# design 1

Fig. 1: design 1, placement density heat map
Scale bar: 10 µm. The die is cut into 5 by 8 equal tiles; dark blue is low, red is high, 0 to 100% covered.
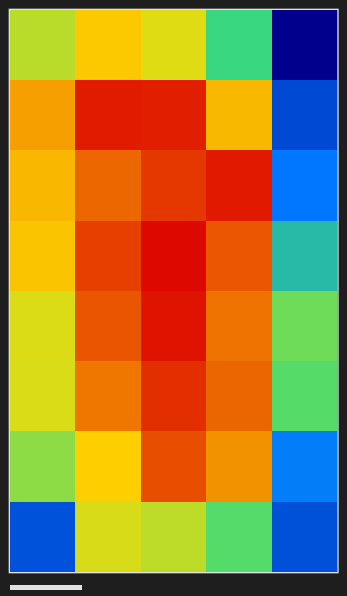

<file path="src/rtl/pipeline_hazard_ctrl_pkg.sv">
// Shared definitions for the pipeline hazard controller: FSM state encoding
// and the opcodes the controller has to recognise.
package pipeline_hazard_ctrl_pkg;

    typedef enum logic [1:0] {
        ST_RUN      = 2'b00,
        ST_MUL_WAIT = 2'b01
    } state_e;

    localparam logic [3:0] OP_CAL_MUL = 4'b0100;
    localparam logic [3:0] OP_IMM_MUL = 4'b1000;

    function automatic logic isMul(input logic [3:0] opcode);
        return (opcode == OP_CAL_MUL) || (opcode == OP_IMM_MUL);
    endfunction

endpackage

</file>
<file path="src/rtl/pipeline_hazard_ctrl_if.sv">
// Bundle between the ID stage / pipeline registers and the hazard controller.
// The master side is the pipeline, the slave side is the controller.
interface pipeline_hazard_ctrl_if #(
    parameter int RA_W  = 4,
    parameter int CNT_W = 16
) ();

    logic             i_id_valid;
    logic [3:0]       i_id_opcode;
    logic [RA_W-1:0]  i_id_rs;
    logic [RA_W-1:0]  i_id_rt;
    logic             i_id_uses_rt;
    logic             i_ex_memtoreg;
    logic [RA_W-1:0]  i_ex_rd;
    logic             i_ex_branch_taken;
    logic             i_ext_hold;

    logic             o_pc_en;
    logic             o_ifid_en;
    logic             o_ifid_flush;
    logic             o_idex_en;
    logic             o_idex_bubble;
    logic             o_exmem_bubble;
    logic             o_mul_busy;
    logic [CNT_W-1:0] o_stall_cnt;

    modport master (
        output i_id_valid, i_id_opcode, i_id_rs, i_id_rt, i_id_uses_rt,
               i_ex_memtoreg, i_ex_rd, i_ex_branch_taken, i_ext_hold,
        input  o_pc_en, o_ifid_en, o_ifid_flush, o_idex_en, o_idex_bubble,
               o_exmem_bubble, o_mul_busy, o_stall_cnt
    );

    modport slave (
        input  i_id_valid, i_id_opcode, i_id_rs, i_id_rt, i_id_uses_rt,
               i_ex_memtoreg, i_ex_rd, i_ex_branch_taken, i_ext_hold,
        output o_pc_en, o_ifid_en, o_ifid_flush, o_idex_en, o_idex_bubble,
               o_exmem_bubble, o_mul_busy, o_stall_cnt
    );

endinterface

</file>
<file path="src/rtl/pipeline_hazard_ctrl_hazard_detect.sv">
// Load-use comparator: flags an ID instruction that reads the register a load
// in EX is about to write. Register 0 gets no special treatment.
module pipeline_hazard_ctrl_hazard_detect #(
    parameter int RA_W = 4
) (
    input  logic            idValid_i,
    input  logic [RA_W-1:0] idRs_i,
    input  logic [RA_W-1:0] idRt_i,
    input  logic            idUsesRt_i,
    input  logic            exMemToReg_i,
    input  logic [RA_W-1:0] exRd_i,
    output logic            loadUse_o
);

    assign loadUse_o = idValid_i & exMemToReg_i &
                       ((exRd_i == idRs_i) | (idUsesRt_i & (exRd_i == idRt_i)));

endmodule

</file>
<file path="src/rtl/pipeline_hazard_ctrl.sv">
// Pipeline sequencer: external hold, branch flush, load-use stall and MUL
// occupancy of EX, plus a saturating count of cycles the PC was held.
module pipeline_hazard_ctrl
    import pipeline_hazard_ctrl_pkg::*;
#(
    parameter int RA_W    = 4,
    parameter int MUL_LAT = 3,
    parameter int CNT_W   = 16
) (
    input  logic                  i_clk,
    input  logic                  i_reset,
    pipeline_hazard_ctrl_if.slave bus
);

    localparam int MUL_CNT_W = $clog2(MUL_LAT) + 1;
    localparam logic [MUL_CNT_W-1:0] MUL_CNT_START = MUL_CNT_W'(MUL_LAT - 1);

    state_e                 state_q, state_d;
    logic [MUL_CNT_W-1:0]   mulCnt_q, mulCnt_d;
    logic [CNT_W-1:0]       stallCnt_q;
    logic                   loadUse;
    logic                   pcEn, ifidEn, ifidFlush, idexEn, idexBubble, exmemBubble;

    pipeline_hazard_ctrl_hazard_detect #(.RA_W(RA_W)) u_hazardDetect (
        .idValid_i    (bus.i_id_valid),
        .idRs_i       (bus.i_id_rs),
        .idRt_i       (bus.i_id_rt),
        .idUsesRt_i   (bus.i_id_uses_rt),
        .exMemToReg_i (bus.i_ex_memtoreg),
        .exRd_i       (bus.i_ex_rd),
        .loadUse_o    (loadUse)
    );

    // Events are resolved in priority order: hold, then the MUL occupying EX,
    // then branch, load-use and finally a new MUL issue.
    always_comb begin
        state_d     = state_q;
        mulCnt_d    = mulCnt_q;
        pcEn        = 1'b1;
        ifidEn      = 1'b1;
        ifidFlush   = 1'b0;
        idexEn      = 1'b1;
        idexBubble  = 1'b0;
        exmemBubble = 1'b0;
        if (bus.i_ext_hold) begin
            pcEn   = 1'b0;
            ifidEn = 1'b0;
            idexEn = 1'b0;
        end else begin
            case (state_q)
                ST_MUL_WAIT: begin
                    pcEn        = 1'b0;
                    ifidEn      = 1'b0;
                    idexEn      = 1'b0;
                    exmemBubble = 1'b1;
                    mulCnt_d    = mulCnt_q - MUL_CNT_W'(1);
                    if (mulCnt_q == MUL_CNT_W'(1)) begin
                        state_d = ST_RUN;
                    end
                end
                default: begin
                    if (bus.i_ex_branch_taken) begin
                        ifidFlush  = 1'b1;
                        idexBubble = 1'b1;
                    end else if (loadUse) begin
                        pcEn       = 1'b0;
                        ifidEn     = 1'b0;
                        idexBubble = 1'b1;
                    end else if (bus.i_id_valid && isMul(bus.i_id_opcode) && (MUL_LAT > 1)) begin
                        state_d  = ST_MUL_WAIT;
                        mulCnt_d = MUL_CNT_START;
                    end
                end
            endcase
        end
    end

    always_ff @(posedge i_clk) begin
        if (i_reset) begin
            state_q    <= ST_RUN;
            mulCnt_q   <= '0;
            stallCnt_q <= '0;
        end else begin
            state_q  <= state_d;
            mulCnt_q <= mulCnt_d;
            if (!pcEn && (stallCnt_q != '1)) begin
                stallCnt_q <= stallCnt_q + CNT_W'(1);
            end
        end
    end

    assign bus.o_pc_en        = pcEn;
    assign bus.o_ifid_en      = ifidEn;
    assign bus.o_ifid_flush   = ifidFlush;
    assign bus.o_idex_en      = idexEn;
    assign bus.o_idex_bubble  = idexBubble;
    assign bus.o_exmem_bubble = exmemBubble;
    assign bus.o_mul_busy     = (state_q == ST_MUL_WAIT);
    assign bus.o_stall_cnt    = stallCnt_q;

endmodule

</file>
<file path="src/flat_wrapper.sv">
// flat-port wrapper written by rule: the top's interface ports become plain ports
module pipeline_hazard_ctrl_flat import pipeline_hazard_ctrl_pkg::*;
#(
    parameter int RA_W    = 4,
    parameter int MUL_LAT = 3,
    parameter int CNT_W   = 16
)
  (i_clk, i_reset, bus_i_id_valid, bus_i_id_opcode, bus_i_id_rs, bus_i_id_rt, bus_i_id_uses_rt, bus_i_ex_memtoreg, bus_i_ex_rd, bus_i_ex_branch_taken, bus_i_ext_hold, bus_o_pc_en, bus_o_ifid_en, bus_o_ifid_flush, bus_o_idex_en, bus_o_idex_bubble, bus_o_exmem_bubble, bus_o_mul_busy, bus_o_stall_cnt);
  pipeline_hazard_ctrl_if #(.RA_W(RA_W), .CNT_W(CNT_W)) bus_i ();
  input  logic i_clk;
  input  logic i_reset;
  input wire logic [$bits(bus_i.i_id_valid)-1:0] bus_i_id_valid;
  input wire logic [$bits(bus_i.i_id_opcode)-1:0] bus_i_id_opcode;
  input wire logic [$bits(bus_i.i_id_rs)-1:0] bus_i_id_rs;
  input wire logic [$bits(bus_i.i_id_rt)-1:0] bus_i_id_rt;
  input wire logic [$bits(bus_i.i_id_uses_rt)-1:0] bus_i_id_uses_rt;
  input wire logic [$bits(bus_i.i_ex_memtoreg)-1:0] bus_i_ex_memtoreg;
  input wire logic [$bits(bus_i.i_ex_rd)-1:0] bus_i_ex_rd;
  input wire logic [$bits(bus_i.i_ex_branch_taken)-1:0] bus_i_ex_branch_taken;
  input wire logic [$bits(bus_i.i_ext_hold)-1:0] bus_i_ext_hold;
  output wire logic [$bits(bus_i.o_pc_en)-1:0] bus_o_pc_en;
  output wire logic [$bits(bus_i.o_ifid_en)-1:0] bus_o_ifid_en;
  output wire logic [$bits(bus_i.o_ifid_flush)-1:0] bus_o_ifid_flush;
  output wire logic [$bits(bus_i.o_idex_en)-1:0] bus_o_idex_en;
  output wire logic [$bits(bus_i.o_idex_bubble)-1:0] bus_o_idex_bubble;
  output wire logic [$bits(bus_i.o_exmem_bubble)-1:0] bus_o_exmem_bubble;
  output wire logic [$bits(bus_i.o_mul_busy)-1:0] bus_o_mul_busy;
  output wire logic [$bits(bus_i.o_stall_cnt)-1:0] bus_o_stall_cnt;
  assign bus_i.i_id_valid = bus_i_id_valid;
  assign bus_i.i_id_opcode = bus_i_id_opcode;
  assign bus_i.i_id_rs = bus_i_id_rs;
  assign bus_i.i_id_rt = bus_i_id_rt;
  assign bus_i.i_id_uses_rt = bus_i_id_uses_rt;
  assign bus_i.i_ex_memtoreg = bus_i_ex_memtoreg;
  assign bus_i.i_ex_rd = bus_i_ex_rd;
  assign bus_i.i_ex_branch_taken = bus_i_ex_branch_taken;
  assign bus_i.i_ext_hold = bus_i_ext_hold;
  assign bus_o_pc_en = bus_i.o_pc_en;
  assign bus_o_ifid_en = bus_i.o_ifid_en;
  assign bus_o_ifid_flush = bus_i.o_ifid_flush;
  assign bus_o_idex_en = bus_i.o_idex_en;
  assign bus_o_idex_bubble = bus_i.o_idex_bubble;
  assign bus_o_exmem_bubble = bus_i.o_exmem_bubble;
  assign bus_o_mul_busy = bus_i.o_mul_busy;
  assign bus_o_stall_cnt = bus_i.o_stall_cnt;
  pipeline_hazard_ctrl #(.RA_W(RA_W), .MUL_LAT(MUL_LAT), .CNT_W(CNT_W)) u_core (.i_clk(i_clk), .i_reset(i_reset), .bus(bus_i));
endmodule
</file>
<file path="config.mk">
export PLATFORM = sky130hd
export DESIGN_NAME = pipeline_hazard_ctrl_flat
export DESIGN_NICKNAME = d
export VERILOG_FILES = /design/src/rtl/pipeline_hazard_ctrl_pkg.sv /design/src/rtl/pipeline_hazard_ctrl_if.sv /design/src/rtl/pipeline_hazard_ctrl_hazard_detect.sv /design/src/rtl/pipeline_hazard_ctrl.sv /design/src/flat_wrapper.sv
export SDC_FILE = /design/constraint.sdc
export NUM_CORES = 1
export LEC_CHECK = 0
export CORE_ASPECT_RATIO = 1.75
export CORE_UTILIZATION = 40
export DETAILED_ROUTE_END_ITERATION = 10
export PLACE_DENSITY = 0.81
export SLEW_MARGIN = 30
export SYNTH_ARGS = -nofsm -noshare
export SYNTH_HDL_FRONTEND = slang
export SYNTH_SLANG_ARGS = --single-unit
export TNS_END_PERCENT = 20
</file>
<file path="constraint.sdc">
create_clock -name i_clk -period 1.62 [get_ports i_clk]
set_input_delay 0.162 -clock i_clk [delete_from_list [all_inputs] [get_ports i_clk]]
set_output_delay 0.162 -clock i_clk [all_outputs]
set_load 0.005 [all_outputs]
</file>
# design 2

## config.mk

```make
export PLATFORM = sky130hd
export DESIGN_NAME = instruction_fetch_sequencer_flat
export DESIGN_NICKNAME = d
export VERILOG_FILES = /design/src/rtl/instruction_fetch_sequencer_pkg.sv /design/src/rtl/instruction_fetch_sequencer_if.sv /design/src/rtl/instruction_fetch_sequencer_timeout.sv /design/src/rtl/instruction_fetch_sequencer.sv /design/src/flat_wrapper.sv
export SDC_FILE = /design/constraint.sdc
export NUM_CORES = 1
export LEC_CHECK = 0
export CAP_MARGIN = 20
export CORE_UTILIZATION = 45
export DETAILED_ROUTE_END_ITERATION = 16
export PLACE_DENSITY = 0.73
export SLEW_MARGIN = 10
export SYNTH_ARGS = -nofsm -noshare
export SYNTH_HDL_FRONTEND = slang
export SYNTH_HIERARCHICAL = 1
export SYNTH_SLANG_ARGS = --single-unit
```

## constraint.sdc

```tcl
create_clock -name Clock -period 2.1 [get_ports Clock]
set_input_delay 0.315 -clock Clock [delete_from_list [all_inputs] [get_ports Clock]]
set_output_delay 0.315 -clock Clock [all_outputs]
set_load 0.01 [all_outputs]
```

## src/rtl/instruction_fetch_sequencer_pkg.sv

```systemverilog
// Shared types and constants for the two-byte instruction fetch sequencer.
// The ERR state exists only when FETCH_TIMEOUT_EN is defined.
package fetch_pkg;

  localparam int BYTE_W = 8;

  typedef logic [7:0] timeout_cnt_t;

`ifdef FETCH_TIMEOUT_EN
  typedef enum logic [2:0] {
    IDLE   = 3'd0,
    REQ_LO = 3'd1,
    REQ_HI = 3'd2,
    DONE   = 3'd3,
    ERR    = 3'd4
  } fetch_state_t;
`else
  typedef enum logic [1:0] {
    IDLE   = 2'd0,
    REQ_LO = 2'd1,
    REQ_HI = 2'd2,
    DONE   = 2'd3
  } fetch_state_t;
`endif

endpackage

```

## src/rtl/instruction_fetch_sequencer_if.sv

```systemverilog
// Fetch request, memory handshake and status signals of the fetch sequencer.
// The master modport is the sequencer side; slave is the controller/memory side.
interface instruction_fetch_sequencer_if;
  import fetch_pkg::*;

  logic              Start;
  logic [15:0]       Address;
  logic [15:0]       MemAddr;
  logic              MemReq;
  logic              MemRdy;
  logic [BYTE_W-1:0] MemData;
  logic              PcInc;
  logic [15:0]       IR;
  logic              Busy;
  logic              Done;
  logic              Error;

  modport master (
    input  Start, Address, MemRdy, MemData,
    output MemAddr, MemReq, PcInc, IR, Busy, Done, Error
  );

  modport slave (
    output Start, Address, MemRdy, MemData,
    input  MemAddr, MemReq, PcInc, IR, Busy, Done, Error
  );
endinterface

```

## src/rtl/instruction_fetch_sequencer_timeout.sv

```systemverilog
// Per-byte wait counter; only instantiated when FETCH_TIMEOUT_EN is defined.
// expired is asserted in the wait cycle that would bring the count up to limit.
module fetch_timeout_counter
  import fetch_pkg::*;
(
  input  logic         Clock,
  input  logic         Reset,
  input  logic         clear,
  input  logic         enable,
  input  timeout_cnt_t limit,
  output logic         expired
);

  timeout_cnt_t count_q;

  always_ff @(posedge Clock or negedge Reset) begin
    if (!Reset)      count_q <= '0;
    else if (clear)  count_q <= '0;
    else if (enable) count_q <= count_q + 8'd1;
  end

  assign expired = enable && (count_q == limit - 8'd1);

endmodule

```

## src/rtl/instruction_fetch_sequencer.sv

```systemverilog
// Two-byte instruction fetch: latches the PC, reads base and base+1 over a
// request/ready handshake, assembles IR. FETCH_TIMEOUT_EN adds a per-byte timeout.
module instruction_fetch_sequencer
  import fetch_pkg::*;
#(
  parameter int TIMEOUT_CYCLES = 16
) (
  input  logic                          Clock,
  input  logic                          Reset,
  instruction_fetch_sequencer_if.master bus
);

  if (TIMEOUT_CYCLES < 1 || TIMEOUT_CYCLES > 255) begin : g_bad_timeout
    $error("TIMEOUT_CYCLES must be within 1..255");
  end

  fetch_state_t      state_q, state_d;
  logic [15:0]       base_q, base_d;
  logic [BYTE_W-1:0] shadow_q, shadow_d;
  logic [15:0]       mem_addr_q, mem_addr_d;
  logic              mem_req_q, mem_req_d;
  logic              pc_inc_q, pc_inc_d;
  logic [15:0]       ir_q, ir_d;
  logic              busy_q, busy_d;
  logic              done_q, done_d;

`ifdef FETCH_TIMEOUT_EN
  logic error_q, error_d;
  logic cnt_clear, expired;

  assign cnt_clear = (state_d != state_q) && (state_d == REQ_LO || state_d == REQ_HI);

  fetch_timeout_counter u_timeout (
    .Clock   (Clock),
    .Reset   (Reset),
    .clear   (cnt_clear),
    .enable  (mem_req_q && !bus.MemRdy),
    .limit   (timeout_cnt_t'(TIMEOUT_CYCLES)),
    .expired (expired)
  );
`endif

  // NOTE: every variable gets a default before the case so no path leaves one
  // unassigned, which would otherwise infer a latch.
  always_comb begin
    state_d    = state_q;
    base_d     = base_q;
    shadow_d   = shadow_q;
    mem_addr_d = mem_addr_q;
    mem_req_d  = mem_req_q;
    pc_inc_d   = 1'b0;
    ir_d       = ir_q;
    done_d     = 1'b0;
`ifdef FETCH_TIMEOUT_EN
    error_d    = 1'b0;
`endif

    case (state_q)
      IDLE, DONE: begin
        if (bus.Start) begin
          base_d     = bus.Address;
          mem_addr_d = bus.Address;
          mem_req_d  = 1'b1;
          state_d    = REQ_LO;
        end else begin
          state_d    = IDLE;
        end
      end
      REQ_LO: begin
        // base is used from here on: OutD lags the PC increment by a cycle.
        if (bus.MemRdy) begin
          shadow_d   = bus.MemData;
          mem_addr_d = base_q + 16'd1;
          pc_inc_d   = 1'b1;
          state_d    = REQ_HI;
        end
`ifdef FETCH_TIMEOUT_EN
        else if (expired) begin
          mem_req_d = 1'b0;
          error_d   = 1'b1;
          state_d   = ERR;
        end
`endif
      end
      REQ_HI: begin
        if (bus.MemRdy) begin
          ir_d      = {bus.MemData, shadow_q};
          mem_req_d = 1'b0;
          pc_inc_d  = 1'b1;
          done_d    = 1'b1;
          state_d   = DONE;
        end
`ifdef FETCH_TIMEOUT_EN
        else if (expired) begin
          mem_req_d = 1'b0;
          error_d   = 1'b1;
          state_d   = ERR;
        end
`endif
      end
`ifdef FETCH_TIMEOUT_EN
      ERR:     state_d = IDLE;
`endif
      default: state_d = IDLE;
    endcase

    busy_d = (state_d == REQ_LO) || (state_d == REQ_HI);
  end

  // NOTE: sequential state uses non-blocking assignments so every register
  // samples the pre-edge values regardless of statement order.
  always_ff @(posedge Clock or negedge Reset) begin
    if (!Reset) begin
      state_q    <= IDLE;
      base_q     <= '0;
      shadow_q   <= '0;
      mem_addr_q <= '0;
      mem_req_q  <= 1'b0;
      pc_inc_q   <= 1'b0;
      ir_q       <= '0;
      busy_q     <= 1'b0;
      done_q     <= 1'b0;
    end else begin
      state_q    <= state_d;
      base_q     <= base_d;
      shadow_q   <= shadow_d;
      mem_addr_q <= mem_addr_d;
      mem_req_q  <= mem_req_d;
      pc_inc_q   <= pc_inc_d;
      ir_q       <= ir_d;
      busy_q     <= busy_d;
      done_q     <= done_d;
    end
  end

`ifdef FETCH_TIMEOUT_EN
  always_ff @(posedge Clock or negedge Reset) begin
    if (!Reset) error_q <= 1'b0;
    else        error_q <= error_d;
  end
  assign bus.Error = error_q;
`else
  assign bus.Error = 1'b0;
`endif

  assign bus.MemAddr = mem_addr_q;
  assign bus.MemReq  = mem_req_q;
  assign bus.PcInc   = pc_inc_q;
  assign bus.IR      = ir_q;
  assign bus.Busy    = busy_q;
  assign bus.Done    = done_q;

endmodule

```

## src/flat_wrapper.sv

```systemverilog
// flat-port wrapper written by rule: the top's interface ports become plain ports
module instruction_fetch_sequencer_flat import fetch_pkg::*;
#(
  parameter int TIMEOUT_CYCLES = 16
)
  (Clock, Reset, bus_Start, bus_Address, bus_MemRdy, bus_MemData, bus_MemAddr, bus_MemReq, bus_PcInc, bus_IR, bus_Busy, bus_Done, bus_Error);
  instruction_fetch_sequencer_if bus_i ();
  input  logic Clock;
  input  logic Reset;
  input wire logic [$bits(bus_i.Start)-1:0] bus_Start;
  input wire logic [$bits(bus_i.Address)-1:0] bus_Address;
  input wire logic [$bits(bus_i.MemRdy)-1:0] bus_MemRdy;
  input wire logic [$bits(bus_i.MemData)-1:0] bus_MemData;
  output wire logic [$bits(bus_i.MemAddr)-1:0] bus_MemAddr;
  output wire logic [$bits(bus_i.MemReq)-1:0] bus_MemReq;
  output wire logic [$bits(bus_i.PcInc)-1:0] bus_PcInc;
  output wire logic [$bits(bus_i.IR)-1:0] bus_IR;
  output wire logic [$bits(bus_i.Busy)-1:0] bus_Busy;
  output wire logic [$bits(bus_i.Done)-1:0] bus_Done;
  output wire logic [$bits(bus_i.Error)-1:0] bus_Error;
  assign bus_i.Start = bus_Start;
  assign bus_i.Address = bus_Address;
  assign bus_i.MemRdy = bus_MemRdy;
  assign bus_i.MemData = bus_MemData;
  assign bus_MemAddr = bus_i.MemAddr;
  assign bus_MemReq = bus_i.MemReq;
  assign bus_PcInc = bus_i.PcInc;
  assign bus_IR = bus_i.IR;
  assign bus_Busy = bus_i.Busy;
  assign bus_Done = bus_i.Done;
  assign bus_Error = bus_i.Error;
  instruction_fetch_sequencer #(.TIMEOUT_CYCLES(TIMEOUT_CYCLES)) u_core (.Clock(Clock), .Reset(Reset), .bus(bus_i));
endmodule
```

Fig. 2: design 1, congestion heat map
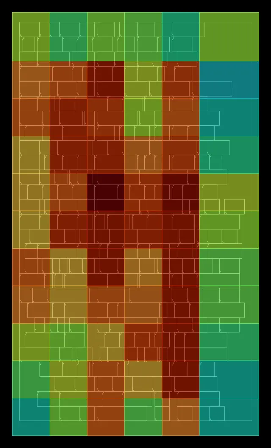
total global routing track utilization: 0.325
average wire length per cell after detail routing: 19.8 µm
GR met1 Demand/Resource: 0.316

Notes on Fig. 1 above:
nearly empty tiles: 2.5%
fullest tile: 99%
emptiest ninth of the die: top right
core outline area: 3140 µm²
core occupancy in the finished layout: 0.799
initial core utilization: 0.420

==> flow_results.xml, design 1 <==
<?xml version="1.0" encoding="UTF-8"?>
<metrics>
  <group name="synth">
    <metric name="postSynthNetCount" unit="">181</metric>
    <metric name="mux_share" unit="">0.0417</metric>
    <metric name="synth.top_cell.area_share" unit="">0.303</metric>
    <metric name="summed_instance_area_of_the_synthesized_netlist" unit="µm²">1320</metric>
    <metric name="synth-warning-count" unit="">0</metric>
  </group>
  <group name="floorplan">
    <metric name="fp.dieH" unit="µm">78.0</metric>
    <metric name="design.portCount" unit="">46</metric>
  </group>
  <group name="grt">
    <metric name="grt_first_pass_wirelength" unit="mm">8.44</metric>
  </group>
  <group name="placed_design">
    <metric name="numPlacedInstances" unit="">273</metric>
    <metric name="port_buffers" unit="">45</metric>
  </group>
  <group name="critical_path">
    <metric name="cp-start-kind" unit="">flop</metric>
    <metric name="crit-reg2reg-capture" unit="">u_core.bus.o_stall_cnt[15]$_SDFFE_PP0P_</metric>
    <metric name="endpoint_kind" unit="">flop</metric>
    <metric name="worst-setup-path-type" unit="">flop to flop</metric>
    <metric name="critPathMostFrequentCell" unit="">sky130_fd_sc_hd__nor4b_4</metric>
    <metric name="rr_worst_depth" unit="">5</metric>
  </group>
  <group name="timing">
    <metric name="rsz0062_at_grt" unit="">true</metric>
    <metric name="drv_slew" unit="">0</metric>
    <metric name="final_setup_violation_count" unit="">18</metric>
    <metric name="finalClockSkew" unit="ps">6.59</metric>
    <metric name="timing.final.ws_setup" unit="ps">-180</metric>
  </group>
  <group name="power">
    <metric name="power_frac_clock" unit="">0.324</metric>
    <metric name="switchingPower" unit="µW">351</metric>
  </group>
  <group name="detailed_routing">
    <metric name="drtPass1Iterations" unit="">4</metric>
  </group>
  <group name="layout">
    <metric name="combAreaFraction" unit="">0.442</metric>
  </group>
  <group name="outcome">
    <metric name="failed_checks" unit="">negative setup slack</metric>
    <metric name="status" unit="">finished, violations left</metric>
  </group>
  <group name="clock_network">
    <metric name="cts_htree_levels" unit="">1</metric>
  </group>
</metrics>
-- design 1: what timing repair did --
item / CTS / global route
pin swaps: 23 / 10
gates cloned: 2 / 0
endpoints found under the setup margin: 25 / 22
resized: 69 / 35
setup buffers: 8 / 3
hold buffers: 0 / 0
-- design 1: state kept, by name (all words and copies together), names as in the netlist --
name	count
u_core.bus.o_stall_cnt	16
u_core.mulCnt_q	3
u_core.state_q	1
Fig. 3: design 2, congestion heat map
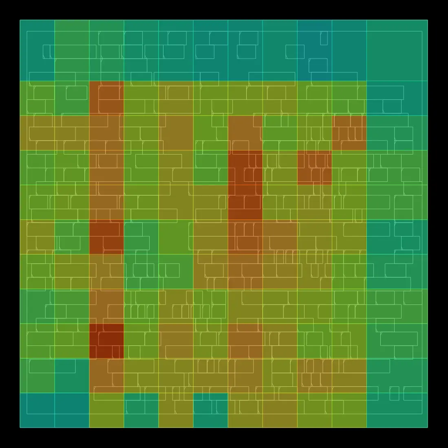
GRT met2 Usage: 0.296
core occupancy in the finished layout: 0.627
total global routing track utilization: 0.187
average wire length per cell after detail routing: 14.5 µm
met3 track demand over resource: 0.0551

Fig. 4: design 2, placement density heat map
Scale bar: 20 µm. The die is cut into 8 by 8 equal tiles; dark blue is low, red is high, 0 to 100% covered.
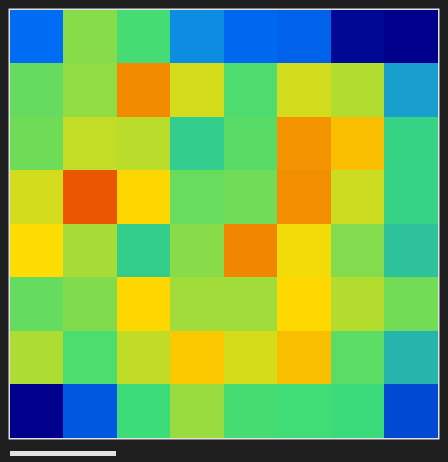
tiles over 75% full: 17%
nearly empty tiles: 4.7%
emptiest ninth of the die: top right
core outline area: 5990 µm²
initial core utilization: 0.470

==> flow_results.xml, design 2 <==
<?xml version="1.0" encoding="UTF-8"?>
<metrics>
  <group name="outcome">
    <metric name="status" unit="">completed</metric>
  </group>
  <group name="synth">
    <metric name="synth-warning-count" unit="">6</metric>
    <metric name="synth.avg_cell_area" unit="µm²">12.3</metric>
    <metric name="dominantRegCellSynth" unit="">sky130_fd_sc_hd__dfrtp_1</metric>
  </group>
  <group name="timing">
    <metric name="drv_slew" unit="">0</metric>
    <metric name="rsz0062_at_grt" unit="">false</metric>
    <metric name="highest_clock_frequency_the_design_can_meet" unit="MHz">516</metric>
    <metric name="fin_hold_ws" unit="ps">482</metric>
  </group>
  <group name="critical_path">
    <metric name="endpoint" unit="">u_core/bus.MemAddr[13]$_DFFE_PN0P_</metric>
    <metric name="crit-reg2reg-capture" unit="">u_core/bus.MemAddr[13]$_DFFE_PN0P_</metric>
    <metric name="endpoint_kind" unit="">flop</metric>
    <metric name="cp-startpoint" unit="">u_core/state_q[0]$_DFF_PN0_</metric>
  </group>
  <group name="layout">
    <metric name="area_share_nonclk_buffers" unit="">0.188</metric>
  </group>
  <group name="clock_network">
    <metric name="cts.reportedPaths.clkPinSlew" unit="ps">70</metric>
    <metric name="clock_sink_total" unit="">62</metric>
    <metric name="cts_made_buffers" unit="">9</metric>
  </group>
  <group name="power">
    <metric name="power" unit="mW">5.85</metric>
    <metric name="power.leakage" unit="nW">1.58</metric>
  </group>
  <group name="job">
    <metric name="warnings" unit="">27</metric>
  </group>
  <group name="detailed_routing">
    <metric name="highest_layer" unit="">met4</metric>
    <metric name="post-route-drc-count" unit="">0</metric>
  </group>
  <group name="hold_path">
    <metric name="hold_class" unit="">flop to flop</metric>
    <metric name="min_path_cells" unit="">2</metric>
  </group>
  <group name="floorplan">
    <metric name="placement_rows" unit="">28</metric>
  </group>
</metrics>
design 2: registers in the layout, indices dropped and copies added, names as in the netlist:
signal              count
u_core/base_q          16
u_core/bus.IR          16
u_core/bus.MemAddr     16
u_core/shadow_q         8
u_core/state_q          2
u_core/bus.Busy         1
u_core/bus.Done         1
u_core/bus.MemReq       1
u_core/bus.PcInc        1
design 2: report_power, final:
group / switching, mW / leakage (nW) / internal [mW]
logic: 1.16 / 0.744 / 1.49
registers: 0.454 / 0.752 / 1.79
clock network: 0.463 / 0.0848 / 0.495

==> layout pictures side by side <==
Placement by cell class.
(a)
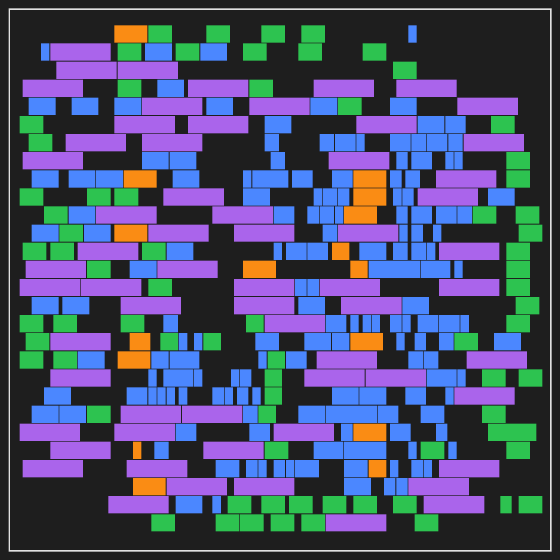
(b)
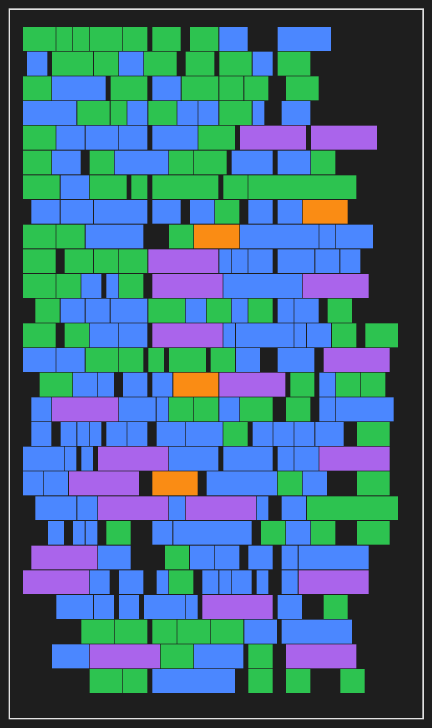
- highest utilization: (b)
- most cells: (a)
(a) is design 2.
(b) is design 1.



## Gallery

Cell sizes after repair.
picture 1
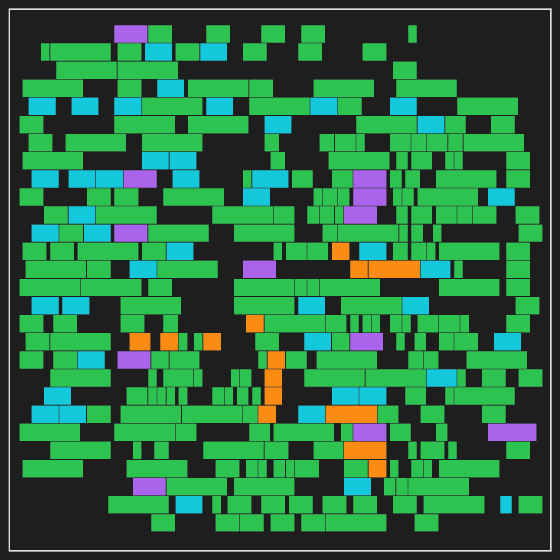
picture 2
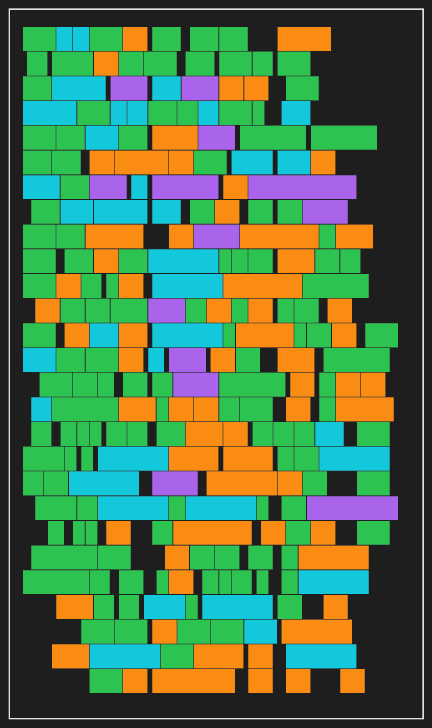
| from | picture |
|---|---|
| design 1 | picture 2 |
| design 2 | picture 1 |
- most cells: picture 1

Power figures rest on the tool's default switching activity, not on a simulated workload.
